######## mini_cpu_core ########
### config.mk
export PLATFORM = sky130hd
export DESIGN_NAME = mini_cpu_core
export DESIGN_NICKNAME = d
export VERILOG_FILES = /design/src/rtl/mini_cpu_pkg.sv /design/src/rtl/mini_cpu_regfile.sv /design/src/rtl/mini_cpu_core.sv
export SDC_FILE = /design/constraint.sdc
export NUM_CORES = 1
export LEC_CHECK = 0
export CAP_MARGIN = 10
export CORE_AREA = 2 2 200 202
export DETAILED_ROUTE_END_ITERATION = 12
export DIE_AREA = 0 0 202 204
export PLACE_DENSITY = 0.86
export SYNTH_ARGS = -nofsm -noshare
export SYNTH_HDL_FRONTEND = slang
export SYNTH_SLANG_ARGS = --single-unit
### constraint.sdc
create_clock -name clk -period 6.5 [get_ports clk]
set_input_delay 0.975 -clock clk [delete_from_list [all_inputs] [get_ports clk]]
set_output_delay 0.975 -clock clk [all_outputs]
set_load 0.02 [all_outputs]
### src/rtl/mini_cpu_pkg.sv
// Shared types and instruction-field helpers for the mini CPU core.
// Instruction layout, MSB to LSB: {opcode[2:0], rd, rs1, opf}.
package mini_cpu_pkg;

    typedef enum logic [2:0] {
        OP_LOAD    = 3'd0,
        OP_ADD     = 3'd1,
        OP_ADDI    = 3'd2,
        OP_SUB     = 3'd3,
        OP_SUBI    = 3'd4,
        OP_MUL     = 3'd5,
        OP_CLEAR   = 3'd6,
        OP_DISPLAY = 3'd7
    } opcode_t;

    typedef enum logic [2:0] {
        S_IDLE         = 3'd0,
        S_FETCH        = 3'd1,
        S_EXEC         = 3'd2,
        S_MUL_ITER     = 3'd3,
        S_WRITE        = 3'd4,
        S_WAIT_RELEASE = 3'd5
    } state_t;

    // Total instruction width.
    function automatic int instr_width(int reg_aw, int opf_w);
        return 3 + 2 * reg_aw + opf_w;
    endfunction

    // LSB position of the rs1 field.
    function automatic int rs1_lsb(int opf_w);
        return opf_w;
    endfunction

    // LSB position of the rd field.
    function automatic int rd_lsb(int reg_aw, int opf_w);
        return opf_w + reg_aw;
    endfunction

    // LSB position of the opcode field.
    function automatic int op_lsb(int reg_aw, int opf_w);
        return opf_w + 2 * reg_aw;
    endfunction

endpackage

### src/rtl/mini_cpu_regfile.sv
// Register file: NUM_REGS x DATA_W, two asynchronous read ports, one
// synchronous write port and a single-cycle synchronous clear of all entries.
module mini_cpu_regfile
    import mini_cpu_pkg::*;
#(
    parameter  int DATA_W   = 16,
    parameter  int NUM_REGS = 16,
    localparam int REG_AW   = $clog2(NUM_REGS)
) (
    input  logic              i_clk,
    input  logic              i_ligar,
    input  logic              i_we,
    input  logic [REG_AW-1:0] i_waddr,
    input  logic [DATA_W-1:0] i_wdata,
    input  logic              i_clr,
    input  logic [REG_AW-1:0] i_raddr_a,
    output logic [DATA_W-1:0] o_rdata_a,
    input  logic [REG_AW-1:0] i_raddr_b,
    output logic [DATA_W-1:0] o_rdata_b
);

    logic [DATA_W-1:0] r_regs [NUM_REGS];

    // Storage: clear-all takes priority over a write (never both in one cycle).
    always_ff @(posedge i_clk or negedge i_ligar) begin
        if (!i_ligar) begin
            for (int i = 0; i < NUM_REGS; i++) r_regs[i] <= '0;
        end else if (i_clr) begin
            for (int i = 0; i < NUM_REGS; i++) r_regs[i] <= '0;
        end else if (i_we) begin
            r_regs[i_waddr] <= i_wdata;
        end
    end

    assign o_rdata_a = r_regs[i_raddr_a];
    assign o_rdata_b = r_regs[i_raddr_b];

endmodule

### src/rtl/mini_cpu_core.sv
// Parametrised button-stepped mini CPU: one instruction per press of enviar.
// Optional saturating arithmetic is enabled by defining MINI_CPU_SAT_EN;
// without it results wrap in two's complement.
// Handshake: a press is a 1->0 edge of the synchronised enviar seen in IDLE;
// the FSM then runs the instruction and waits for release before re-arming.
// r_state is the FSM state register to bind assertions/monitors against.
module mini_cpu_core
    import mini_cpu_pkg::*;
#(
    parameter  int DATA_W   = 16,
    parameter  int NUM_REGS = 16,
    parameter  int IMM_W    = 6,
    parameter  int CNT_W    = 16,
    localparam int REG_AW   = $clog2(NUM_REGS),
    localparam int OPF_W    = IMM_W + 1,
    localparam int INSTR_W  = instr_width(REG_AW, OPF_W)
) (
    input  logic               clk,
    input  logic               ligar,
    input  logic [INSTR_W-1:0] instr,
    input  logic               enviar,
    output logic [DATA_W-1:0]  result,
    output logic [DATA_W-1:0]  display_value,
    output logic               flag_z,
    output logic               flag_n,
    output logic               flag_v,
    output logic               busy,
    output logic [CNT_W-1:0]   instr_count
);

    localparam int ITER_W = (DATA_W > 1) ? $clog2(DATA_W) : 1;
    localparam int RS1_L  = rs1_lsb(OPF_W);
    localparam int RD_L   = rd_lsb(REG_AW, OPF_W);
    localparam int OP_L   = op_lsb(REG_AW, OPF_W);
`ifdef MINI_CPU_SAT_EN
    localparam logic [DATA_W-1:0] SMAX = {1'b0, {(DATA_W-1){1'b1}}};
    localparam logic [DATA_W-1:0] SMIN = {1'b1, {(DATA_W-1){1'b0}}};
`endif

    state_t r_state, w_next_state;

    logic r_sync1, r_sync2, r_sync_prev;
    logic w_press;

    logic [INSTR_W-1:0]  r_instr;
    opcode_t             w_op;
    logic [REG_AW-1:0]   w_rd, w_rs1, w_rs2;
    logic [OPF_W-1:0]    w_opf;
    logic [DATA_W-1:0]   w_imm, w_mag_ext;

    logic [DATA_W-1:0]   w_rd_a, w_rd_b;
    logic                w_rf_we, w_rf_clr;

    logic [DATA_W-1:0]   w_alu_b, w_sum, w_alu_res;
    logic                w_is_imm, w_is_sub, w_is_arith, w_sum_v, w_alu_v;

    logic [DATA_W-1:0]   r_op_a, r_res, r_mplier;
    logic                r_v;
    logic [2*DATA_W-1:0] r_acc, r_mcand;
    logic [ITER_W-1:0]   r_iter;

    logic [DATA_W-1:0]   w_wr_val;
    logic                w_wr_v;

    logic [DATA_W-1:0]   r_result, r_display;
    logic                r_z, r_n, r_v_flag;
    logic [CNT_W-1:0]    r_count;

    // Instruction field decode from the captured copy only.
    assign w_op      = opcode_t'(r_instr[OP_L +: 3]);
    assign w_rd      = r_instr[RD_L +: REG_AW];
    assign w_rs1     = r_instr[RS1_L +: REG_AW];
    assign w_opf     = r_instr[OPF_W-1:0];
    assign w_rs2     = w_opf[OPF_W-1 -: REG_AW];
    assign w_mag_ext = DATA_W'(w_opf[IMM_W-1:0]);
    assign w_imm     = w_opf[OPF_W-1] ? (-w_mag_ext) : w_mag_ext;

    assign w_press   = r_sync_prev & ~r_sync2;

    mini_cpu_regfile #(
        .DATA_W   (DATA_W),
        .NUM_REGS (NUM_REGS)
    ) u_regfile (
        .i_clk     (clk),
        .i_ligar   (ligar),
        .i_we      (w_rf_we),
        .i_waddr   (w_rd),
        .i_wdata   (w_wr_val),
        .i_clr     (w_rf_clr),
        .i_raddr_a (w_rs1),
        .o_rdata_a (w_rd_a),
        .i_raddr_b (w_rs2),
        .o_rdata_b (w_rd_b)
    );

    // Two-flop synchroniser plus edge-detect history; idle level is released (1).
    always_ff @(posedge clk or negedge ligar) begin
        if (!ligar) begin
            r_sync1     <= 1'b1;
            r_sync2     <= 1'b1;
            r_sync_prev <= 1'b1;
        end else begin
            r_sync1     <= enviar;
            r_sync2     <= r_sync1;
            r_sync_prev <= r_sync2;
        end
    end

    // FSM state register.
    always_ff @(posedge clk or negedge ligar) begin
        if (!ligar) r_state <= S_IDLE;
        else        r_state <= w_next_state;
    end

    // FSM next-state logic.
    always_comb begin
        w_next_state = r_state;
        case (r_state)
            S_IDLE:         if (w_press) w_next_state = S_FETCH;
            S_FETCH:        w_next_state = S_EXEC;
            S_EXEC:         w_next_state = (w_op == OP_MUL) ? S_MUL_ITER : S_WRITE;
            S_MUL_ITER:     if (r_iter == ITER_W'(DATA_W - 1)) w_next_state = S_WRITE;
            S_WRITE:        w_next_state = S_WAIT_RELEASE;
            S_WAIT_RELEASE: if (r_sync2) w_next_state = S_IDLE;
            default:        w_next_state = S_IDLE;
        endcase
    end

    // FSM outputs: busy indication and register-file strobes.
    always_comb begin
        busy     = (r_state != S_IDLE);
        w_rf_we  = 1'b0;
        w_rf_clr = 1'b0;
        if (r_state == S_WRITE) begin
            w_rf_clr = (w_op == OP_CLEAR);
            w_rf_we  = (w_op != OP_CLEAR) && (w_op != OP_DISPLAY);
        end
    end

    // ALU for LOAD and add/sub forms; the overflowed result takes a's sign.
    always_comb begin
        w_is_imm   = (w_op == OP_ADDI) || (w_op == OP_SUBI);
        w_is_sub   = (w_op == OP_SUB)  || (w_op == OP_SUBI);
        w_is_arith = (w_op == OP_ADD)  || (w_op == OP_ADDI) || w_is_sub;
        w_alu_b    = w_is_imm ? w_imm : w_rd_b;
        w_sum      = w_is_sub ? (w_rd_a - w_alu_b) : (w_rd_a + w_alu_b);
        if (w_is_sub)
            w_sum_v = (w_rd_a[DATA_W-1] != w_alu_b[DATA_W-1]) &&
                      (w_sum[DATA_W-1] != w_rd_a[DATA_W-1]);
        else
            w_sum_v = (w_rd_a[DATA_W-1] == w_alu_b[DATA_W-1]) &&
                      (w_sum[DATA_W-1] != w_rd_a[DATA_W-1]);
        w_alu_res = w_sum;
        w_alu_v   = 1'b0;
        if (w_op == OP_LOAD) begin
            w_alu_res = w_imm;
        end else if (w_is_arith) begin
            w_alu_v = w_sum_v;
`ifdef MINI_CPU_SAT_EN
            if (w_sum_v) w_alu_res = w_rd_a[DATA_W-1] ? SMIN : SMAX;
`endif
        end
    end

    // Write-back value: multiplier low half or the registered ALU result.
    always_comb begin
        w_wr_val = r_res;
        w_wr_v   = r_v;
        if (w_op == OP_MUL) begin
            w_wr_val = r_acc[DATA_W-1:0];
            w_wr_v   = |r_acc[2*DATA_W-1:DATA_W];
`ifdef MINI_CPU_SAT_EN
            if (w_wr_v) w_wr_val = '1;
`endif
        end
    end

    // Datapath: instruction capture, operand capture, shift-add multiply (LSB first).
    always_ff @(posedge clk or negedge ligar) begin
        if (!ligar) begin
            r_instr  <= '0;
            r_op_a   <= '0;
            r_res    <= '0;
            r_v      <= 1'b0;
            r_acc    <= '0;
            r_mcand  <= '0;
            r_mplier <= '0;
            r_iter   <= '0;
        end else begin
            case (r_state)
                S_FETCH: r_instr <= instr;
                S_EXEC: begin
                    r_op_a   <= w_rd_a;
                    r_res    <= w_alu_res;
                    r_v      <= w_alu_v;
                    r_acc    <= '0;
                    r_mcand  <= {{DATA_W{1'b0}}, w_rd_a};
                    r_mplier <= w_rd_b;
                    r_iter   <= '0;
                end
                S_MUL_ITER: begin
                    if (r_mplier[0]) r_acc <= r_acc + r_mcand;
                    r_mcand  <= r_mcand << 1;
                    r_mplier <= r_mplier >> 1;
                    r_iter   <= r_iter + ITER_W'(1);
                end
                default: ;
            endcase
        end
    end

    // Architectural outputs, all updated in the single WRITE cycle.
    always_ff @(posedge clk or negedge ligar) begin
        if (!ligar) begin
            r_result  <= '0;
            r_display <= '0;
            r_z       <= 1'b0;
            r_n       <= 1'b0;
            r_v_flag  <= 1'b0;
            r_count   <= '0;
        end else if (r_state == S_WRITE) begin
            r_count <= r_count + CNT_W'(1);
            case (w_op)
                OP_CLEAR:   ;
                OP_DISPLAY: r_display <= r_op_a;
                default: begin
                    r_result <= w_wr_val;
                    r_z      <= (w_wr_val == '0);
                    r_n      <= w_wr_val[DATA_W-1];
                    r_v_flag <= w_wr_v;
                end
            endcase
        end
    end

    assign result        = r_result;
    assign display_value = r_display;
    assign flag_z        = r_z;
    assign flag_n        = r_n;
    assign flag_v        = r_v_flag;
    assign instr_count   = r_count;

endmodule

==> changes_impl.md <==
### Implementation results

- Data arrival, critical path: around 6000 ps
- Log Warnings: 32
- Hold Crit Start: r_sync1
- Cells in synth_stat.txt: 2022
- Status: complete, no violations
- Seq pwr share: between 30% and 40%
- Biggest regs: u_regfile.r_regs x256, r_acc x32, r_mcand x32
- 1st-iter DRT viols: approximately 2.2k
- Post-synth area hogs: dfrtp_1, mux4_2, a22o_1, nand2_1, ha_1
- Clk buf depth: 3
- DP Worst Slack: between 1000 and 1500 ps
- Gr busiest metal: met2
- Max reg flops: approximately 260
- Bufs w/o clock: 128
- Well-tap cell count: 525
- Pleak: 12.17 nW
- F_max: 181.6 MHz
- Root Driver: clkbuf_16
- Hold slack: 353.5 ps
- Tmin final: 5508 ps
- Setup tns final: 0 ps
- Cell Chain, Critical Path: mux4_2 -> mux2i_1 -> a21oi_1 -> a21oi_2 -> inv_1 -> a211oi_1 -> a21oi_1 -> xor2_1 -> ha_1 -> o21a_1 -> o31a_1 -> o41ai_1 -> o31ai_1 -> nor4_1 -> o41ai_1 -> xor2_1 -> xnor2_1 -> a21oi_1 -> nor2_1
- Worst Setup End Kind: flip-flop
- Yosys warning count: 0
mini_cpu_core, signal wires by layer:
Two of the layers only.
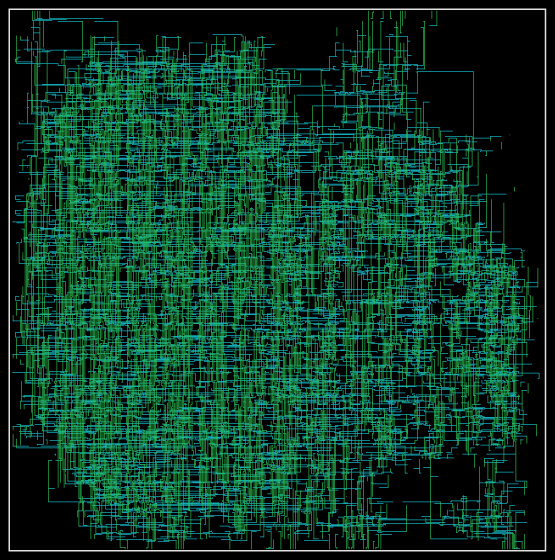
legend:
  met2:
    colour: green
    wire_length: 31.8 mm
  met1:
    colour: cyan
    wire_length: 24.5 mm
total global-route track usage: 34.53%
Vias: 18.67k
Total Routed Length: 69590 um
Routed WL per cell: 26.73 um

mini_cpu_core, pin map:
Pins as bars across the die edge, other pins in grey.
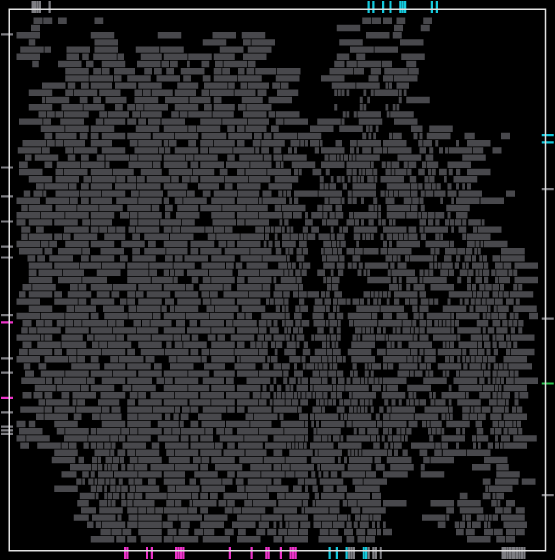
legend:
  `busy`:
    colour: green
    pins: 1
    direction: output
    edge: right
  `display_value`:
    colour: cyan
    pins: 16
    direction: output
    edge: 9 top, 5 bottom, 2 right
  `instr`:
    colour: magenta
    pins: 18
    direction: input
    edge: 16 bottom, 2 left
Die X-Extent: 202 um
Die H: 204 um


######## mem_access_unit ########
mem_access_unit, pin map:
Pins as bars across the die edge, other pins in grey.
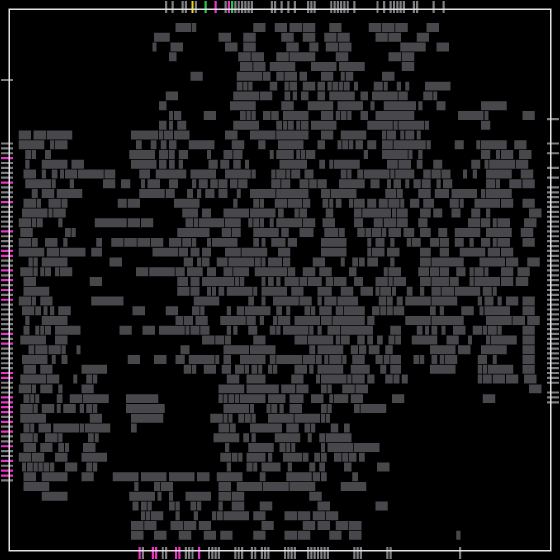
mem_access_unit, signal wires by layer:
Two of the layers only.
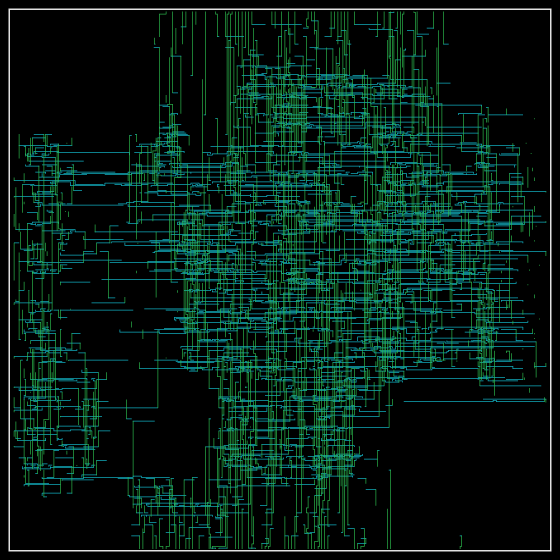
### config.mk
export PLATFORM = sky130hd
export DESIGN_NAME = mem_access_unit
export DESIGN_NICKNAME = d
export VERILOG_FILES = /design/src/rtl/mips_mem_pkg.sv /design/src/rtl/mem_lane_align.sv /design/src/rtl/mem_access_unit.sv
export SDC_FILE = /design/constraint.sdc
export NUM_CORES = 1
export LEC_CHECK = 0
export CAP_MARGIN = 25
export CORE_MARGIN = 2
export CORE_UTILIZATION = 30
export CTS_CLUSTER_SIZE = 20
export DETAILED_ROUTE_END_ITERATION = 10
export GPL_ROUTABILITY_DRIVEN = 0
export PLACE_DENSITY = 0.68
export SLEW_MARGIN = 15
export SYNTH_ARGS = -nofsm -noshare
export SYNTH_HDL_FRONTEND = slang
export SYNTH_SLANG_ARGS = --single-unit
### constraint.sdc
create_clock -name clk -period 2.2 [get_ports clk]
set_input_delay 0.22 -clock clk [delete_from_list [all_inputs] [get_ports clk]]
set_output_delay 0.22 -clock clk [all_outputs]
set_load 0.02 [all_outputs]
### src/rtl/mips_mem_pkg.sv
// Shared encodings for the MEM-stage load/store unit: access sizes, FSM states
// and the alignment rule applied at request acceptance.
package mips_mem_pkg;
  localparam logic [1:0] SZ_BYTE = 2'b00;
  localparam logic [1:0] SZ_HALF = 2'b01;
  localparam logic [1:0] SZ_WORD = 2'b10;

  typedef enum logic [2:0] {IDLE, RD, CAP, WR, RESP, ERR} state_e;

  // The unused size encoding is rejected the same way as a misaligned access.
  function automatic logic isMisaligned(input logic [1:0] size, input logic [1:0] off);
    case (size)
      SZ_BYTE: return 1'b0;
      SZ_HALF: return off[0];
      SZ_WORD: return |off;
      default: return 1'b1;
    endcase
  endfunction
endpackage

### src/rtl/mem_lane_align.sv
// Big-endian lane steering: extract+extend a load lane from a memory word, and
// merge a right-justified store lane into a memory word for read-modify-write.
module mem_lane_align
  import mips_mem_pkg::*;
(
  input  logic [1:0]  offset,
  input  logic [1:0]  size,
  input  logic        isUnsigned,
  input  logic [31:0] word,
  input  logic [31:0] data,
  output logic [31:0] loadData,
  output logic [31:0] mergedWord
);
  localparam int NUM_LANES = 4;

  // Lane 3 is byte offset 0 (bits 31:24), lane 0 is byte offset 3.
  logic [NUM_LANES-1:0][7:0] wordB, dataB, mergeB;
  assign wordB = word;
  assign dataB = data;
  assign mergedWord = mergeB;

  always_comb begin
    logic [7:0]  b;
    logic [15:0] h;
    b = wordB[2'd3 - offset];
    h = offset[1] ? word[15:0] : word[31:16];
    case (size)
      SZ_BYTE: loadData = {{24{~isUnsigned & b[7]}}, b};
      SZ_HALF: loadData = {{16{~isUnsigned & h[15]}}, h};
      default: loadData = word;
    endcase
  end

  for (genvar i = 0; i < NUM_LANES; i++) begin : gLane
    localparam logic [1:0] OFF = 2'(NUM_LANES - 1 - i);
    logic       sel;
    logic [7:0] src;
    always_comb begin
      sel = 1'b1;
      src = dataB[i];
      case (size)
        SZ_BYTE: begin
          sel = (OFF == offset);
          src = dataB[0];
        end
        SZ_HALF: begin
          sel = (OFF[1] == offset[1]);
          src = OFF[0] ? dataB[0] : dataB[1];
        end
        default: ;
      endcase
    end
    assign mergeB[i] = sel ? src : wordB[i];
  end
endmodule

### src/rtl/mem_access_unit.sv
// MEM-stage load/store initiator: one request at a time, sub-word stores done as
// read-modify-write on a word-only memory; all outputs decode registered state.
module mem_access_unit
  import mips_mem_pkg::*;
#(
  parameter int ADDR_W = 32,
  parameter int DATA_W = 32
) (
  input  logic              clk,
  input  logic              rst,
  input  logic              req_valid,
  output logic              req_ready,
  input  logic              req_write,
  input  logic [1:0]        req_size,
  input  logic              req_unsigned,
  input  logic [ADDR_W-1:0] req_addr,
  input  logic [DATA_W-1:0] req_wdata,
  output logic              resp_valid,
  output logic [DATA_W-1:0] resp_rdata,
  output logic              resp_misalign,
  output logic [ADDR_W-1:0] mem_addr,
  output logic [DATA_W-1:0] mem_wdata,
  output logic              mem_read,
  output logic              mem_write,
  input  logic [DATA_W-1:0] mem_rdata
);
  state_e state, stateNext;

  logic [1:0]        offQ, sizeQ;
  logic              unsQ, wrQ;
  logic [DATA_W-1:0] wdataQ;
  logic [31:0]       loadData, mergedWord;
  logic              accept, misalign;

  assign accept   = req_valid & req_ready;
  assign misalign = isMisaligned(req_size, req_addr[1:0]);

  mem_lane_align uAlign (
    .offset     (offQ),
    .size       (sizeQ),
    .isUnsigned (unsQ),
    .word       (mem_rdata),
    .data       (wdataQ),
    .loadData   (loadData),
    .mergedWord (mergedWord)
  );

  always_comb begin
    stateNext = state;
    case (state)
      IDLE:
        if (req_valid) begin
          if (misalign)                            stateNext = ERR;
          else if (req_write && req_size == SZ_WORD) stateNext = WR;
          else                                     stateNext = RD;
        end
      RD:      stateNext = CAP;
      CAP:     stateNext = wrQ ? WR : RESP;
      WR:      stateNext = RESP;
      RESP:    stateNext = IDLE;
      ERR:     stateNext = IDLE;
      default: stateNext = IDLE;
    endcase
  end

  always_comb begin
    req_ready     = (state == IDLE);
    mem_read      = (state == RD);
    mem_write     = (state == WR);
    resp_valid    = (state == RESP) || (state == ERR);
    resp_misalign = (state == ERR);
  end

  always_ff @(posedge clk) begin
    if (rst) begin
      state      <= IDLE;
      offQ       <= '0;
      sizeQ      <= SZ_BYTE;
      unsQ       <= 1'b0;
      wrQ        <= 1'b0;
      wdataQ     <= '0;
      mem_addr   <= '0;
      mem_wdata  <= '0;
      resp_rdata <= '0;
    end else begin
      state <= stateNext;
      if (accept) begin
        offQ     <= req_addr[1:0];
        sizeQ    <= req_size;
        unsQ     <= req_unsigned;
        wrQ      <= req_write;
        wdataQ   <= req_wdata;
        mem_addr <= {req_addr[ADDR_W-1:2], 2'b00};
        if (req_write && req_size == SZ_WORD && !misalign) mem_wdata <= req_wdata;
      end
      // mem_rdata is only valid in CAP; it feeds either the load result or the RMW word.
      if (state == CAP) begin
        if (wrQ) mem_wdata  <= mergedWord;
        else     resp_rdata <= loadData;
      end
    end
  end
endmodule

==> changes_impl.md <==
### Implementation results

- Cells on Worst Hold Path: 2
- Chip area: 22620 um^2
- Hold endpoint: wdataQ[29]
- Worst Setup End Kind: flip-flop
- Measured slew at the worst slew-check pin: 994.0 ps
- Layout Cells excl Fill: 1262
- Reg2reg end: mem_wdata[11]
- Die X-Extent: 150.4 um
- Clock-net power: 0.00287 W
- Simple-Gate Area Share: 20.04%
- R2r setup slk: 60 ps
- Status: complete, no violations
- Pins Over Slew Limit: 0
- Clk sinks: 135
- Log Warnings: 27
- Final core utilization: 44.87%
- Post-synth EDFFs: 0
About 'pin map' of mem_access_unit:
legend:
  `req_write`:
    colour: yellow
    pins: 1
    direction: input
    edge: top
  `req_size`:
    colour: green
    pins: 2
    direction: input
    edge: top
  `req_addr`:
    colour: magenta
    pins: 32
    direction: input
    edge: 24 left, 6 bottom, 2 top
all pins by edge: 71 left, 49 right, 43 top, 41 bottom

About 'signal wires by layer' of mem_access_unit:
legend:
  met1:
    colour: cyan
    wire_length: 9270 um
  met2:
    colour: green
    wire_length: 10100 um
Routed WL per cell: 17.65 um
Vias: 6454
total global-route track usage: 19.69%
Total Routed Length: 22270 um


######## control_spi_tx ########
control_spi_tx, register map, names as in the netlist:
The bar under the picture is 20 um long.
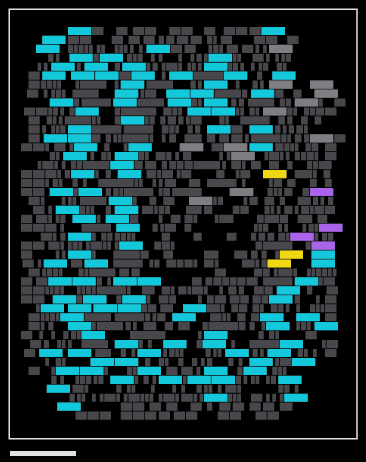
control_spi_tx, the clock network:
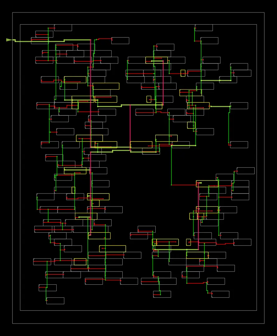
==> src/rtl/spi_link_pkg.sv <==
// Constants and state encoding shared by both ends of the framed control-word SPI link.
package spi_link_pkg;

  localparam int LINK_WORDS      = 7;
  localparam int LINK_WORD_BITS  = 16;
  localparam int DEFAULT_CLK_DIV = 12;

  localparam logic [2:0] ST_IDLE     = 3'd0;
  localparam logic [2:0] ST_SETUP    = 3'd1;
  localparam logic [2:0] ST_SHIFT_HI = 3'd2;
  localparam logic [2:0] ST_SHIFT_LO = 3'd3;
  localparam logic [2:0] ST_HOLD     = 3'd4;
  localparam logic [2:0] ST_GAP      = 3'd5;

  typedef enum logic [2:0] {
    S_IDLE     = ST_IDLE,
    S_SETUP    = ST_SETUP,
    S_SHIFT_HI = ST_SHIFT_HI,
    S_SHIFT_LO = ST_SHIFT_LO,
    S_HOLD     = ST_HOLD,
    S_GAP      = ST_GAP
  } link_state_e;

  function automatic int max_int(input int a, input int b);
    return (a > b) ? a : b;
  endfunction

endpackage

==> src/rtl/spi_half_period_timer.sv <==
// Loadable down-counter; terminal is high while the count sits at zero.
module spi_half_period_timer #(
  parameter int CNT_W = 4
) (
  input  logic             Main_Clock,
  input  logic             Reset,
  input  logic             load,
  input  logic [CNT_W-1:0] load_value,
  output logic             terminal
);

  logic [CNT_W-1:0] count_r;

  // Count down to zero and park there until the next load
  always_ff @(posedge Main_Clock) begin
    if (Reset) begin
      count_r <= {CNT_W{1'b0}};
    end else if (load) begin
      count_r <= load_value;
    end else if (count_r != {CNT_W{1'b0}}) begin
      count_r <= count_r - CNT_W'(1);
    end else begin
      count_r <= count_r;
    end
  end

  assign terminal = (count_r == {CNT_W{1'b0}});

endmodule

==> src/rtl/control_spi_tx.sv <==
// Mode-0 SPI master sending one frame of NUM_WORDS words, word 0 and MSB first, CS low for the whole frame.
module control_spi_tx
  import spi_link_pkg::*;
#(
  parameter int NUM_WORDS = LINK_WORDS,
  parameter int WORD_BITS = LINK_WORD_BITS,
  parameter int CLK_DIV   = DEFAULT_CLK_DIV,
  parameter int CS_SETUP  = 4,
  parameter int CS_HOLD   = 4,
  parameter int CS_GAP    = 8
) (
  input  logic                           Main_Clock,
  input  logic                           Reset,
  input  logic                           i_Start,
  input  logic [NUM_WORDS*WORD_BITS-1:0] i_Frame,
  output logic                           o_Busy,
  output logic                           o_Done,
  output logic                           o_SPI_CS,
  output logic                           o_SPI_Clock,
  output logic                           o_SPI_Data
);

  localparam int FRAME_BITS = NUM_WORDS * WORD_BITS;
  localparam int BIT_W      = $clog2(WORD_BITS);
  localparam int WORD_W     = max_int(1, $clog2(NUM_WORDS));
  localparam int IDX_W      = max_int(1, $clog2(FRAME_BITS));
  // The tail low half-period after the last rise is folded into HOLD, so HOLD spans CLK_DIV+CS_HOLD
  localparam int PH_W       = max_int(1, $clog2(max_int(max_int(CS_SETUP, CLK_DIV + CS_HOLD), CS_GAP)));

  link_state_e             state_r;
  logic [FRAME_BITS-1:0]   frame_r;
  logic [BIT_W-1:0]        bit_cnt_r;
  logic [BIT_W-1:0]        next_bit_s;
  logic [WORD_W-1:0]       word_cnt_r;
  logic [WORD_W-1:0]       next_word_s;
  logic [IDX_W-1:0]        next_idx_s;
  logic                    last_bit_s;
  logic                    load_s;
  logic [PH_W-1:0]         load_value_s;
  logic                    terminal_s;

  spi_half_period_timer #(
    .CNT_W(PH_W)
  ) u_timer (
    .Main_Clock(Main_Clock),
    .Reset     (Reset),
    .load      (load_s),
    .load_value(load_value_s),
    .terminal  (terminal_s)
  );

  // Next bit position: bit counter wraps at zero and carries into the word counter
  always_comb begin
    last_bit_s = (bit_cnt_r == {BIT_W{1'b0}}) && (word_cnt_r == WORD_W'(NUM_WORDS - 1));
    if (bit_cnt_r == {BIT_W{1'b0}}) begin
      next_bit_s  = BIT_W'(WORD_BITS - 1);
      next_word_s = word_cnt_r + WORD_W'(1);
    end else begin
      next_bit_s  = bit_cnt_r - BIT_W'(1);
      next_word_s = word_cnt_r;
    end
    next_idx_s = IDX_W'(int'(next_word_s) * WORD_BITS + int'(next_bit_s));
  end

  // Phase timer reload on every state transition
  always_comb begin
    load_s       = 1'b0;
    load_value_s = {PH_W{1'b0}};
    case (state_r)
      S_IDLE: begin
        if (i_Start) begin
          load_s       = 1'b1;
          load_value_s = PH_W'(CS_SETUP - 1);
        end else begin
          load_s       = 1'b0;
        end
      end
      S_SETUP, S_SHIFT_LO: begin
        if (terminal_s) begin
          load_s       = 1'b1;
          load_value_s = PH_W'(CLK_DIV - 1);
        end else begin
          load_s       = 1'b0;
        end
      end
      S_SHIFT_HI: begin
        if (terminal_s && last_bit_s) begin
          load_s       = 1'b1;
          load_value_s = PH_W'(CLK_DIV + CS_HOLD - 1);
        end else if (terminal_s) begin
          load_s       = 1'b1;
          load_value_s = PH_W'(CLK_DIV - 1);
        end else begin
          load_s       = 1'b0;
        end
      end
      S_HOLD: begin
        if (terminal_s) begin
          load_s       = 1'b1;
          load_value_s = PH_W'(CS_GAP - 1);
        end else begin
          load_s       = 1'b0;
        end
      end
      default: begin
        load_s       = 1'b0;
        load_value_s = {PH_W{1'b0}};
      end
    endcase
  end

  // Frame sequencer: phase state, bit/word position and every SPI-facing output
  always_ff @(posedge Main_Clock) begin
    if (Reset) begin
      state_r     <= S_IDLE;
      frame_r     <= {FRAME_BITS{1'b0}};
      bit_cnt_r   <= {BIT_W{1'b0}};
      word_cnt_r  <= {WORD_W{1'b0}};
      o_SPI_CS    <= 1'b1;
      o_SPI_Clock <= 1'b0;
      o_SPI_Data  <= 1'b0;
      o_Busy      <= 1'b0;
      o_Done      <= 1'b0;
    end else begin
      o_Done <= 1'b0;
      case (state_r)
        S_IDLE: begin
          if (i_Start) begin
            state_r    <= S_SETUP;
            frame_r    <= i_Frame;
            bit_cnt_r  <= BIT_W'(WORD_BITS - 1);
            word_cnt_r <= {WORD_W{1'b0}};
            o_SPI_CS   <= 1'b0;
            o_SPI_Data <= i_Frame[WORD_BITS-1];
            o_Busy     <= 1'b1;
          end
        end
        S_SETUP, S_SHIFT_LO: begin
          if (terminal_s) begin
            state_r     <= S_SHIFT_HI;
            o_SPI_Clock <= 1'b1;
          end
        end
        S_SHIFT_HI: begin
          if (terminal_s) begin
            o_SPI_Clock <= 1'b0;
            if (last_bit_s) begin
              state_r <= S_HOLD;
            end else begin
              state_r    <= S_SHIFT_LO;
              bit_cnt_r  <= next_bit_s;
              word_cnt_r <= next_word_s;
              o_SPI_Data <= frame_r[next_idx_s];
            end
          end
        end
        S_HOLD: begin
          if (terminal_s) begin
            state_r    <= S_GAP;
            bit_cnt_r  <= {BIT_W{1'b0}};
            word_cnt_r <= {WORD_W{1'b0}};
            o_SPI_CS   <= 1'b1;
            o_SPI_Data <= 1'b0;
            o_Done     <= 1'b1;
          end
        end
        S_GAP: begin
          if (terminal_s) begin
            state_r <= S_IDLE;
            o_Busy  <= 1'b0;
          end
        end
        default: begin
          state_r     <= S_IDLE;
          o_SPI_CS    <= 1'b1;
          o_SPI_Clock <= 1'b0;
          o_SPI_Data  <= 1'b0;
          o_Busy      <= 1'b0;
        end
      endcase
    end
  end

endmodule

==> config.mk <==
export PLATFORM = sky130hd
export DESIGN_NAME = control_spi_tx
export DESIGN_NICKNAME = d
export VERILOG_FILES = /design/src/rtl/spi_link_pkg.sv /design/src/rtl/spi_half_period_timer.sv /design/src/rtl/control_spi_tx.sv
export SDC_FILE = /design/constraint.sdc
export NUM_CORES = 1
export LEC_CHECK = 0
export ABC_AREA = 0
export CAP_MARGIN = 0
export CORE_ASPECT_RATIO = 1.25
export CORE_MARGIN = 3
export CORE_UTILIZATION = 50
export CTS_CLUSTER_DIAMETER = 50
export DETAILED_ROUTE_END_ITERATION = 16
export PLACE_DENSITY = 0.76
export SYNTH_ARGS = -nofsm -noshare
export SYNTH_HDL_FRONTEND = slang
export SYNTH_SLANG_ARGS = --single-unit
==> constraint.sdc <==
create_clock -name Main_Clock -period 4.6 [get_ports Main_Clock]
set_input_delay 0.69 -clock Main_Clock [delete_from_list [all_inputs] [get_ports Main_Clock]]
set_output_delay 0.69 -clock Main_Clock [all_outputs]
set_load 0.005 [all_outputs]
==> changes_impl.md <==
### Implementation results

- Clock slew at reported path FFs: approximately 60 ps
- Worst setup margin: 1053 ps
- Max cap viols: 0
- Max reg flops: 112
- Internal Power: 0.002690 W
- M1 WL: roughly 6900 um
- Comb gates: 574
- Reg2reg end: o_SPI_Data
- Core area: between 10000 and 15000 um^2
- Most frequent cells in the layout: nand2_1, dfxtp_1, a21oi_1
- Flops after synth: 131
- Most common logic cell in the routed design: nand2_1
- Met3 Use GR: 5.195%
- Placed Instance Area: 7365 um^2
- # DRC: 0
- Status: complete, no violations
- Vias in the first global route: ~5.7k
- Pin count of the biggest net entering global routing: 113
- Chip area in the Yosys report: 6163 um^2
Notes on 'register map, names as in the netlist' of control_spi_tx above:
legend:
  `word_cnt_r`:
    colour: yellow
    placed_flops: 3
  `frame_r`:
    colour: cyan
    placed_flops: 112
    where: spread over the die
  `u_timer.count_r`:
    colour: purple
    placed_flops: 4
    where: right middle
flop share of the area: 32.92%
final core utilization: 67.30%
Seq group: 0.00141 W
register area: 2623 um^2

Notes on 'the clock network' of control_spi_tx above:
Latency at later pin: 420 ps
clk sinks: 131
Num CTS Buffers: 17
Max Clock Skew: 6.867 ps
clock-net power: 0.00136 W


######## unison_readout_rx ########
unison_readout_rx, pin map:
Pins as bars across the die edge, other pins in grey.
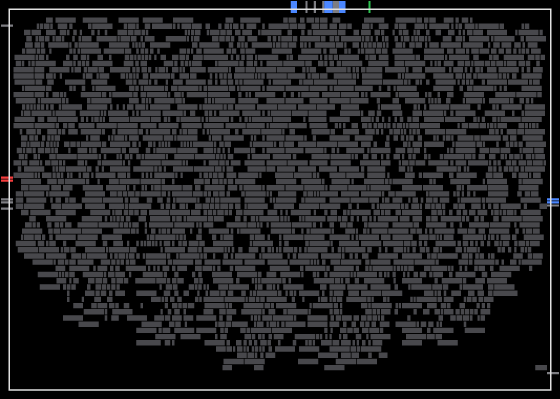
unison_readout_rx, register map, names as in the netlist:
The bar under the picture is 50 um long.
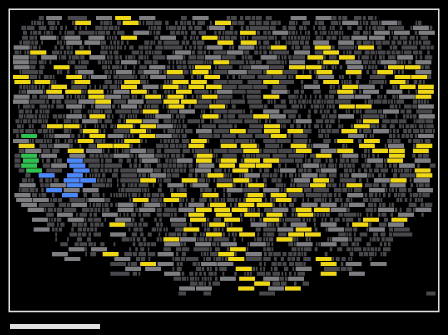
unison_readout_rx, the clock network:
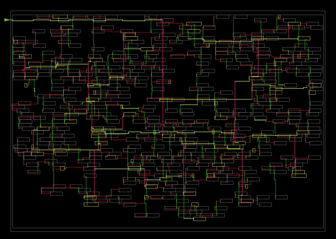
==> src/rtl/unison_rx_pkg.sv <==
// Shared types for the unison read-out receiver.
// Octave index, FSM encoding, per-cycle sample bundle and fb decode.
package unison_rx_pkg;

  localparam int NUM_OCTAVES_DFLT = 8;

  typedef logic [2:0] oct_t;

  typedef enum logic {
    IDLE   = 1'b0,
    STREAM = 1'b1
  } rx_state_e;

  typedef struct packed {
    logic       ud;
    logic [1:0] i;
    logic [1:0] q;
  } rx_sample_t;

  // 2'b11 is illegal on the bus and contributes nothing
  function automatic logic signed [1:0] fb_decode(
    input logic [1:0] fb
  );
    logic signed [1:0] d;
    d = 2'sd0;
    unique case (1'b1)
      fb == 2'b10: d = 2'sd1;
      fb == 2'b01: d = -2'sd1;
      default:     d = 2'sd0;
    endcase
    return d;
  endfunction

endpackage

==> src/rtl/unison_slot_decode.sv <==
// Slot counter -> owning octave: slot is the number of trailing ones.
// Slots at or beyond NUM_OCTAVES are not owned by any octave.
module unison_slot_decode
  import unison_rx_pkg::*;
#(
  parameter int CNT_W       = 10,
  parameter int NUM_OCTAVES = NUM_OCTAVES_DFLT
) (
  input  logic [CNT_W-1:0] cnt,
  output logic             slot_valid,
  output oct_t             slot
);

  int unsigned ones;
  logic        hit_zero;

  always_comb begin
    ones     = CNT_W;
    hit_zero = 1'b0;
    for (int i = 0; i < CNT_W; i++) begin
      if (!hit_zero && !cnt[i]) begin
        hit_zero = 1'b1;
        ones     = i;
      end
    end
  end

  assign slot_valid = ones < NUM_OCTAVES;
  assign slot       = oct_t'(ones);

endmodule

==> src/rtl/unison_readout_rx.sv <==
// Unison feedback-bus receiver: per-octave I/Q accumulation and frame stream-out.
// Define RX_SATURATE_EN for clamping accumulators; default wraps.
module unison_readout_rx
  import unison_rx_pkg::*;
#(
  parameter int NUM_OCTAVES = NUM_OCTAVES_DFLT,
  parameter int CNT_W       = 10,
  parameter int ACC_W       = 12
) (
  input  logic                    clk_master,
  input  logic                    rstb,
  input  logic                    ud_en,
  input  logic [1:0]              read_out_I,
  input  logic [1:0]              read_out_Q,
  output logic                    out_valid,
  input  logic                    out_ready,
  output logic signed [ACC_W-1:0] out_data,
  output oct_t                    out_octave,
  output logic                    out_iq,
  output logic                    out_last,
  output logic                    overrun
);

  localparam int NW = 2 * NUM_OCTAVES;
  localparam int WW = $clog2(NW);
  localparam int OW = $clog2(NUM_OCTAVES);
  localparam logic [CNT_W-1:0] CNT_LAST = '1;

  rx_sample_t       smp;
  logic [CNT_W-1:0] cnt;
  logic [CNT_W-1:0] smp_cnt;
  logic             slot_valid;
  oct_t             slot;
  logic             boundary;

  // sample is tagged with the cnt it was driven under
  always_ff @(posedge clk_master or negedge rstb) begin
    if (!rstb) begin
      cnt     <= '0;
      smp_cnt <= '0;
      smp     <= '0;
    end else begin
      cnt     <= cnt + 1'b1;
      smp_cnt <= cnt;
      smp     <= rx_sample_t'{ud: ud_en, i: read_out_I, q: read_out_Q};
    end
  end

  unison_slot_decode #(
    .CNT_W      (CNT_W),
    .NUM_OCTAVES(NUM_OCTAVES)
  ) u_slot (
    .cnt       (smp_cnt),
    .slot_valid(slot_valid),
    .slot      (slot)
  );

  assign boundary = smp_cnt == CNT_LAST;

  logic signed [1:0]       delta [2];
  logic signed [ACC_W-1:0] acc     [NUM_OCTAVES][2];
  logic signed [ACC_W-1:0] acc_nxt [NUM_OCTAVES][2];
  logic signed [ACC_W-1:0] shadow  [NUM_OCTAVES][2];
  logic signed [1:0]       d;
  logic signed [ACC_W:0]   sum;
  rx_state_e               state;
  rx_state_e               state_nxt;

  assign delta[0] = fb_decode(smp.i);
  assign delta[1] = fb_decode(smp.q);

`ifdef RX_SATURATE_EN
  localparam logic signed [ACC_W-1:0] ACC_MAX = {1'b0, {(ACC_W-1){1'b1}}};
  localparam logic signed [ACC_W-1:0] ACC_MIN = {1'b1, {(ACC_W-1){1'b0}}};
  logic sat     [NUM_OCTAVES][2];
  logic sat_nxt [NUM_OCTAVES][2];
`endif

  always_comb begin
    d   = 2'sd0;
    sum = '0;
    for (int o = 0; o < NUM_OCTAVES; o++) begin
      for (int c = 0; c < 2; c++) begin
        d = (smp.ud && slot_valid && slot == oct_t'(o)) ? delta[c] : 2'sd0;
        sum = $signed({acc[o][c][ACC_W-1], acc[o][c]})
            + $signed({{(ACC_W-1){d[1]}}, d});
`ifdef RX_SATURATE_EN
        // once clamped, an entry holds until the frame clears
        sat_nxt[o][c] = sat[o][c] | (sum[ACC_W] != sum[ACC_W-1]);
        if (sat[o][c])
          acc_nxt[o][c] = acc[o][c];
        else if (sum[ACC_W] != sum[ACC_W-1])
          acc_nxt[o][c] = sum[ACC_W] ? ACC_MIN : ACC_MAX;
        else
          acc_nxt[o][c] = sum[ACC_W-1:0];
`else
        acc_nxt[o][c] = sum[ACC_W-1:0];
`endif
      end
    end
  end

  always_ff @(posedge clk_master or negedge rstb) begin
    if (!rstb) begin
      for (int o = 0; o < NUM_OCTAVES; o++) begin
        for (int c = 0; c < 2; c++) begin
          acc[o][c]    <= '0;
          shadow[o][c] <= '0;
`ifdef RX_SATURATE_EN
          sat[o][c]    <= 1'b0;
`endif
        end
      end
    end else begin
      for (int o = 0; o < NUM_OCTAVES; o++) begin
        for (int c = 0; c < 2; c++) begin
          acc[o][c] <= boundary ? '0 : acc_nxt[o][c];
          if (boundary && state == IDLE)
            shadow[o][c] <= acc_nxt[o][c];
`ifdef RX_SATURATE_EN
          sat[o][c] <= boundary ? 1'b0 : sat_nxt[o][c];
`endif
        end
      end
    end
  end

  logic [WW-1:0] w;
  logic [WW-1:0] w_nxt;
  logic [OW-1:0] w_oct;

  assign w_oct = w[WW-1:1];

  always_ff @(posedge clk_master or negedge rstb) begin
    if (!rstb) begin
      state   <= IDLE;
      w       <= '0;
      overrun <= 1'b0;
    end else begin
      state   <= state_nxt;
      w       <= w_nxt;
      overrun <= overrun | (boundary && state == STREAM);
    end
  end

  always_comb begin
    state_nxt = state;
    w_nxt     = w;
    unique case (state)
      IDLE: begin
        if (boundary) begin
          state_nxt = STREAM;
          w_nxt     = '0;
        end
      end
      STREAM: begin
        if (out_ready) begin
          w_nxt = w + 1'b1;
          if (w == WW'(NW - 1)) begin
            state_nxt = IDLE;
            w_nxt     = '0;
          end
        end
      end
      default: state_nxt = IDLE;
    endcase
  end

  always_comb begin
    out_valid  = 1'b0;
    out_data   = '0;
    out_octave = '0;
    out_iq     = 1'b0;
    out_last   = 1'b0;
    if (state == STREAM) begin
      out_valid  = 1'b1;
      out_data   = shadow[w_oct][w[0]];
      out_octave = oct_t'(w_oct);
      out_iq     = w[0];
      out_last   = w == WW'(NW - 1);
    end
  end

endmodule

==> config.mk <==
export PLATFORM = sky130hd
export DESIGN_NAME = unison_readout_rx
export DESIGN_NICKNAME = d
export VERILOG_FILES = /design/src/rtl/unison_rx_pkg.sv /design/src/rtl/unison_slot_decode.sv /design/src/rtl/unison_readout_rx.sv
export SDC_FILE = /design/constraint.sdc
export NUM_CORES = 1
export LEC_CHECK = 0
export CAP_MARGIN = 20
export CORE_ASPECT_RATIO = 0.7
export CORE_MARGIN = 1
export CORE_UTILIZATION = 60
export DETAILED_ROUTE_END_ITERATION = 8
export PLACE_DENSITY = 0.8
export SLEW_MARGIN = 30
export SYNTH_ARGS = -nofsm -noshare
export SYNTH_HDL_FRONTEND = slang
export SYNTH_SLANG_ARGS = --single-unit
export TNS_END_PERCENT = 1
==> constraint.sdc <==
create_clock -name clk_master -period 10.8 [get_ports clk_master]
set_clock_uncertainty 0.2 [all_clocks]
set_input_delay 2.16 -clock clk_master [delete_from_list [all_inputs] [get_ports clk_master]]
set_output_delay 2.16 -clock clk_master [all_outputs]
set_load 0.02 [all_outputs]
==> changes_impl.md <==
### Implementation results

- Register area: ~10000 um^2
- Design Power: 0.004398 W
- Data arrival, critical path: approximately 3400 ps
- First-pass GRT wire length: 98820 um
- Antenna violations before repair: 1
- Clk tree area frac: 5.788%
- F_max: 173.6 MHz
- Worst Setup End Kind: output port
- Final-layout clock buffer total: 59
- Max VDD drop: 0.1285 mV
- WL met2: 26280 um
- Remaining Overflow, GRT: 0
- Critical-path top delay cell: dfrtp_4
- # DRC: 0
- Post-synth area hogs: dfrtp_1, ha_1, mux4_2, nand2_1, xnor2_1
- Vias per cell: 6.366
- TritonCTS clock tree: yes
- Crit start category: flip-flop
- Post-synth top area cell: dfrtp_1
- Antenna Diode Count: 1
- Cells in synth_stat.txt: between 2k and 2.5k
- Core area: 37570 um^2
- Status: complete, no violations
- Largest power group: sequential cells
- Period utilisation layout: 53.33%
- M1 WL: about 26000 um
- Synth mux share: 5.842%
- Cts repair resizes: 0
- Cell Chain, Critical Path: buf_12 -> mux4_2 -> mux4_2 -> and2_1 -> clkdlybuf4s50_1
## Picture notes: 'pin map' of unison_readout_rx
legend:
  `out_valid`:
    colour: green
    pins: 1
    direction: output
    edge: top
  `out_data`:
    colour: blue
    pins: 12
    direction: output
    edge: 10 top, 2 right
  `read_out_Q`:
    colour: red
    pins: 2
    direction: input
    edge: left
Die H: 166.3 um
Die X-Extent: 236.7 um
# port buffers: 26

## Picture notes: 'register map, names as in the netlist' of unison_readout_rx
legend:
  `shadow`:
    colour: yellow
    placed_flops: 192
  `smp`:
    colour: green
    placed_flops: 5
    where: left middle
  `smp_cnt`:
    colour: blue
    placed_flops: 10
    where: left middle
flop share of the area: 41.13%
final core utilization: 67.26%
Seq group: 0.00189 W

## Picture notes: 'the clock network' of unison_readout_rx
number of flip-flops and latches: 415
clk sinks: 415
Latency at later pin: 560 ps
clock-net power: 0.00157 W
Num CTS Buffers: 42


######## matrix_operand_loader ########
matrix_operand_loader, pin map:
Pins as bars across the die edge, other pins in grey.
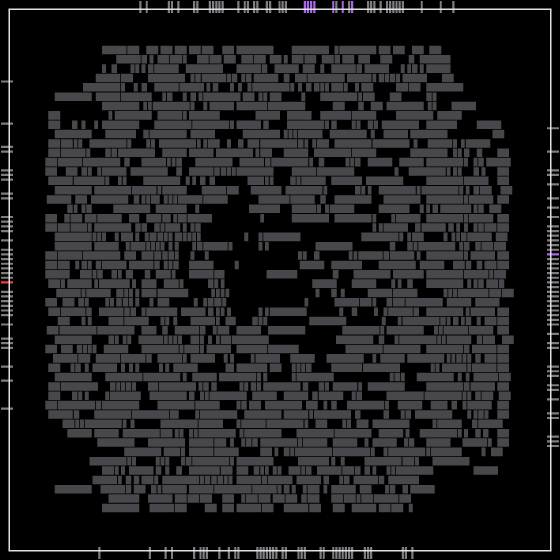
**src/rtl/systolic_loader_pkg.sv**
```systemverilog
// Shared types and frame geometry for the matrix operand loader.
package systolic_loader_pkg;

    localparam int DATA_W    = 8;
    localparam int FRAME_LEN = 18;
    localparam int LAST_IDX  = 17;
    localparam int IDX_W     = $clog2(FRAME_LEN);

    typedef enum logic [1:0] {
        ST_LOAD,
        ST_COMMIT,
        ST_FIRE,
        ST_WAIT
    } state_t;

endpackage

```
**src/rtl/loader_operand_bank.sv**
```systemverilog
// Staging buffer (byte-wise writes) plus committed operand registers (bulk copy).
module loader_operand_bank
    import systolic_loader_pkg::*;
(
    input  logic              CLK,
    input  logic              RESET,
    input  logic              wr_en_i,
    input  logic [IDX_W-1:0]  wr_idx_i,
    input  logic [DATA_W-1:0] wr_data_i,
    input  logic              commit_i,
    output logic [DATA_W-1:0] op_o [FRAME_LEN]
);

    logic [DATA_W-1:0] stage_q [FRAME_LEN];
    logic [DATA_W-1:0] op_q    [FRAME_LEN];

    // NOTE: staging is deliberately not reset -- every slot is rewritten before a
    // frame can be committed, so a reset here would only cost muxes.
    always_ff @(posedge CLK) begin
        if (wr_en_i) begin
            stage_q[wr_idx_i] <= wr_data_i;
        end
    end

    // NOTE: non-blocking assignments keep the bulk copy reading the pre-edge staging values.
    always_ff @(posedge CLK) begin
        if (RESET) begin
            for (int i = 0; i < FRAME_LEN; i++) begin
                op_q[i] <= '0;
            end
        end else if (commit_i) begin
            op_q <= stage_q;
        end
    end

    assign op_o = op_q;

endmodule

```
**src/rtl/matrix_operand_loader.sv**
```systemverilog
// Streams 18 operand bytes into staging, commits them to the array and runs one job.
// Optional macro MATRIX_LOADER_DBUF_EN lets the next frame load while a job is in flight.
module matrix_operand_loader
    import systolic_loader_pkg::*;
#(
    parameter int TIMEOUT_CYC = 64
) (
    input  logic              CLK,
    input  logic              RESET,
    input  logic [DATA_W-1:0] IN_DATA,
    input  logic              IN_VALID,
    input  logic              IN_LAST,
    output logic              IN_READY,
    output logic [DATA_W-1:0] a00, a01, a02, a10, a11, a12, a20, a21, a22,
    output logic [DATA_W-1:0] b00, b01, b02, b10, b11, b12, b20, b21, b22,
    output logic              START,
    input  logic              DONE,
    output logic              BUSY,
    output logic              FRAME_ERR,
    output logic              TIMEOUT
);

    state_t            state_q, state_d, wait_exit_state;
    logic [IDX_W-1:0]  idx_q, idx_d;
    logic              full_q, full_d;
    logic [7:0]        cnt_q, cnt_d;
    logic              start_q, start_d;
    logic              ferr_q, ferr_d;
    logic              tmo_q, tmo_d;
    logic              commit_en;
    logic [DATA_W-1:0] op [FRAME_LEN];

    logic accept, last_slot, good_last, bad_frame, tmo_hit;

    assign accept    = IN_VALID && IN_READY;
    assign last_slot = (idx_q == IDX_W'(LAST_IDX));
    assign good_last = accept && IN_LAST && last_slot;
    assign bad_frame = accept && (IN_LAST != last_slot);
    assign tmo_hit   = (state_q == ST_WAIT) && !DONE && (cnt_q == 8'(TIMEOUT_CYC - 1));

`ifdef MATRIX_LOADER_DBUF_EN
    // A frame completed during the job goes straight to commit.
    assign wait_exit_state = full_d ? ST_COMMIT : ST_LOAD;
`else
    assign wait_exit_state = ST_LOAD;
`endif

    always_ff @(posedge CLK) begin
        if (RESET) begin
            state_q <= ST_LOAD;
        end else begin
            state_q <= state_d;
        end
    end

    // NOTE: every combinational output gets a default first so no latch is inferred.
    always_comb begin
        state_d = state_q;
        case (state_q)
            ST_LOAD:   if (good_last) state_d = ST_COMMIT;
            ST_COMMIT: state_d = ST_FIRE;
            ST_FIRE:   state_d = ST_WAIT;
            ST_WAIT:   if (DONE || tmo_hit) state_d = wait_exit_state;
            default:   state_d = ST_LOAD;
        endcase
    end

    always_comb begin
`ifdef MATRIX_LOADER_DBUF_EN
        IN_READY  = !full_q;
`else
        IN_READY  = (state_q == ST_LOAD) && !full_q;
`endif
        BUSY      = (state_q != ST_LOAD);
        commit_en = (state_q == ST_COMMIT);
    end

    always_comb begin
        idx_d   = idx_q;
        full_d  = full_q;
        cnt_d   = '0;
        start_d = (state_q == ST_FIRE);
        ferr_d  = bad_frame;
        tmo_d   = tmo_hit;
        if (commit_en) begin
            full_d = 1'b0;
        end
        if (accept) begin
            if (good_last) begin
                full_d = 1'b1;
                idx_d  = '0;
            end else if (bad_frame) begin
                idx_d  = '0;
            end else begin
                idx_d  = idx_q + 1'b1;
            end
        end
        if ((state_q == ST_WAIT) && !(DONE || tmo_hit)) begin
            cnt_d = cnt_q + 8'd1;
        end
    end

    always_ff @(posedge CLK) begin
        if (RESET) begin
            idx_q   <= '0;
            full_q  <= 1'b0;
            cnt_q   <= '0;
            start_q <= 1'b0;
            ferr_q  <= 1'b0;
            tmo_q   <= 1'b0;
        end else begin
            idx_q   <= idx_d;
            full_q  <= full_d;
            cnt_q   <= cnt_d;
            start_q <= start_d;
            ferr_q  <= ferr_d;
            tmo_q   <= tmo_d;
        end
    end

    assign START     = start_q;
    assign FRAME_ERR = ferr_q;
    assign TIMEOUT   = tmo_q;

    loader_operand_bank u_bank (
        .CLK       (CLK),
        .RESET     (RESET),
        .wr_en_i   (accept),
        .wr_idx_i  (idx_q),
        .wr_data_i (IN_DATA),
        .commit_i  (commit_en),
        .op_o      (op)
    );

    assign a00 = op[0];  assign a01 = op[1];  assign a02 = op[2];
    assign a10 = op[3];  assign a11 = op[4];  assign a12 = op[5];
    assign a20 = op[6];  assign a21 = op[7];  assign a22 = op[8];
    assign b00 = op[9];  assign b01 = op[10]; assign b02 = op[11];
    assign b10 = op[12]; assign b11 = op[13]; assign b12 = op[14];
    assign b20 = op[15]; assign b21 = op[16]; assign b22 = op[17];

endmodule
```
**config.mk**
```make
export PLATFORM = sky130hd
export DESIGN_NAME = matrix_operand_loader
export DESIGN_NICKNAME = d
export VERILOG_FILES = /design/src/rtl/systolic_loader_pkg.sv /design/src/rtl/loader_operand_bank.sv /design/src/rtl/matrix_operand_loader.sv
export SDC_FILE = /design/constraint.sdc
export NUM_CORES = 1
export LEC_CHECK = 0
export ABC_AREA = 1
export CAP_MARGIN = 5
export CORE_MARGIN = 10
export CORE_UTILIZATION = 55
export DETAILED_ROUTE_END_ITERATION = 10
export PLACE_DENSITY = 0.82
export SYNTH_ARGS = -nofsm -noshare
export SYNTH_HDL_FRONTEND = slang
export SYNTH_SLANG_ARGS = --single-unit
```
**constraint.sdc**
```tcl
create_clock -name CLK -period 5.77 [get_ports CLK]
set_input_delay 1.154 -clock CLK [delete_from_list [all_inputs] [get_ports CLK]]
set_output_delay 1.154 -clock CLK [all_outputs]
set_load 0.01 [all_outputs]
```
==> changes_impl.md <==
### Implementation results

- Period utilisation layout: 56.44%
- Worst setup margin: 2513 ps
- Cts hold-fix bufs: 0
- Chip area in the Yosys report: slightly above 10000 um^2
- Top class by area: flip-flops and latches
- Chip area: approximately 25000 um^2
- Log Warnings: 35
- # DRC: 0
- Total Routed Length: ~24000 um
- Cell Chain, Critical Path: inv_1 -> ha_1 -> inv_1 -> nor2_1 -> clkdlybuf4s50_1
- Measured slew at the worst slew-check pin: between 1000 and 1500 ps
- Well-tap cell count: 234
- Met1 usage: between 20% and 30%
- Setup Crit Path Kind: reg2out
- Cells on Worst Hold Path: 1
- R2r setup slk: 3290 ps
- Signal inverters: 25
- Worst Path Buf+Inv: 3
- Clk sinks: 307
- Routed WL per cell: 18.46 um
- Status: complete, no violations
- Post-Place Cells: roughly 1.3k
- Comb gates: approximately 540
- ANT nets after route: 0
- Post-Layout Inst Area: 13040 um^2
- Vias per cell: 5.329
- Core area: 18580 um^2
## Picture notes: 'pin map' of matrix_operand_loader
legend:
  `b11`:
    colour: purple
    pins: 8
    direction: output
    edge: 7 top, 1 right
  `START`:
    colour: red
    pins: 1
    direction: output
    edge: left
all pins by edge: 44 top, 44 right, 39 bottom, 35 left
Die H: 157.1 um
Die X-Extent: 157.1 um



## Gallery

The clock network.
picture 1
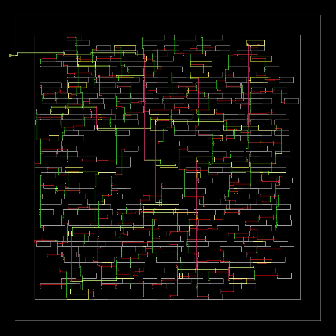
picture 2
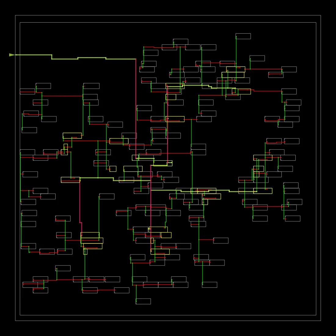
picture 3
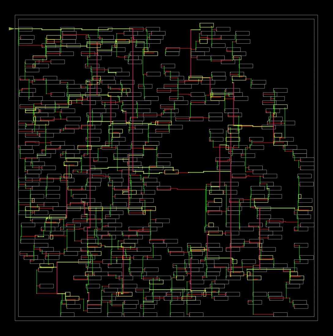
| from | picture |
|---|---|
| mem_access_unit | picture 2 |
| mini_cpu_core | picture 3 |
| matrix_operand_loader | picture 1 |

No activity file was given, so power comes from the tool's default toggle rates.
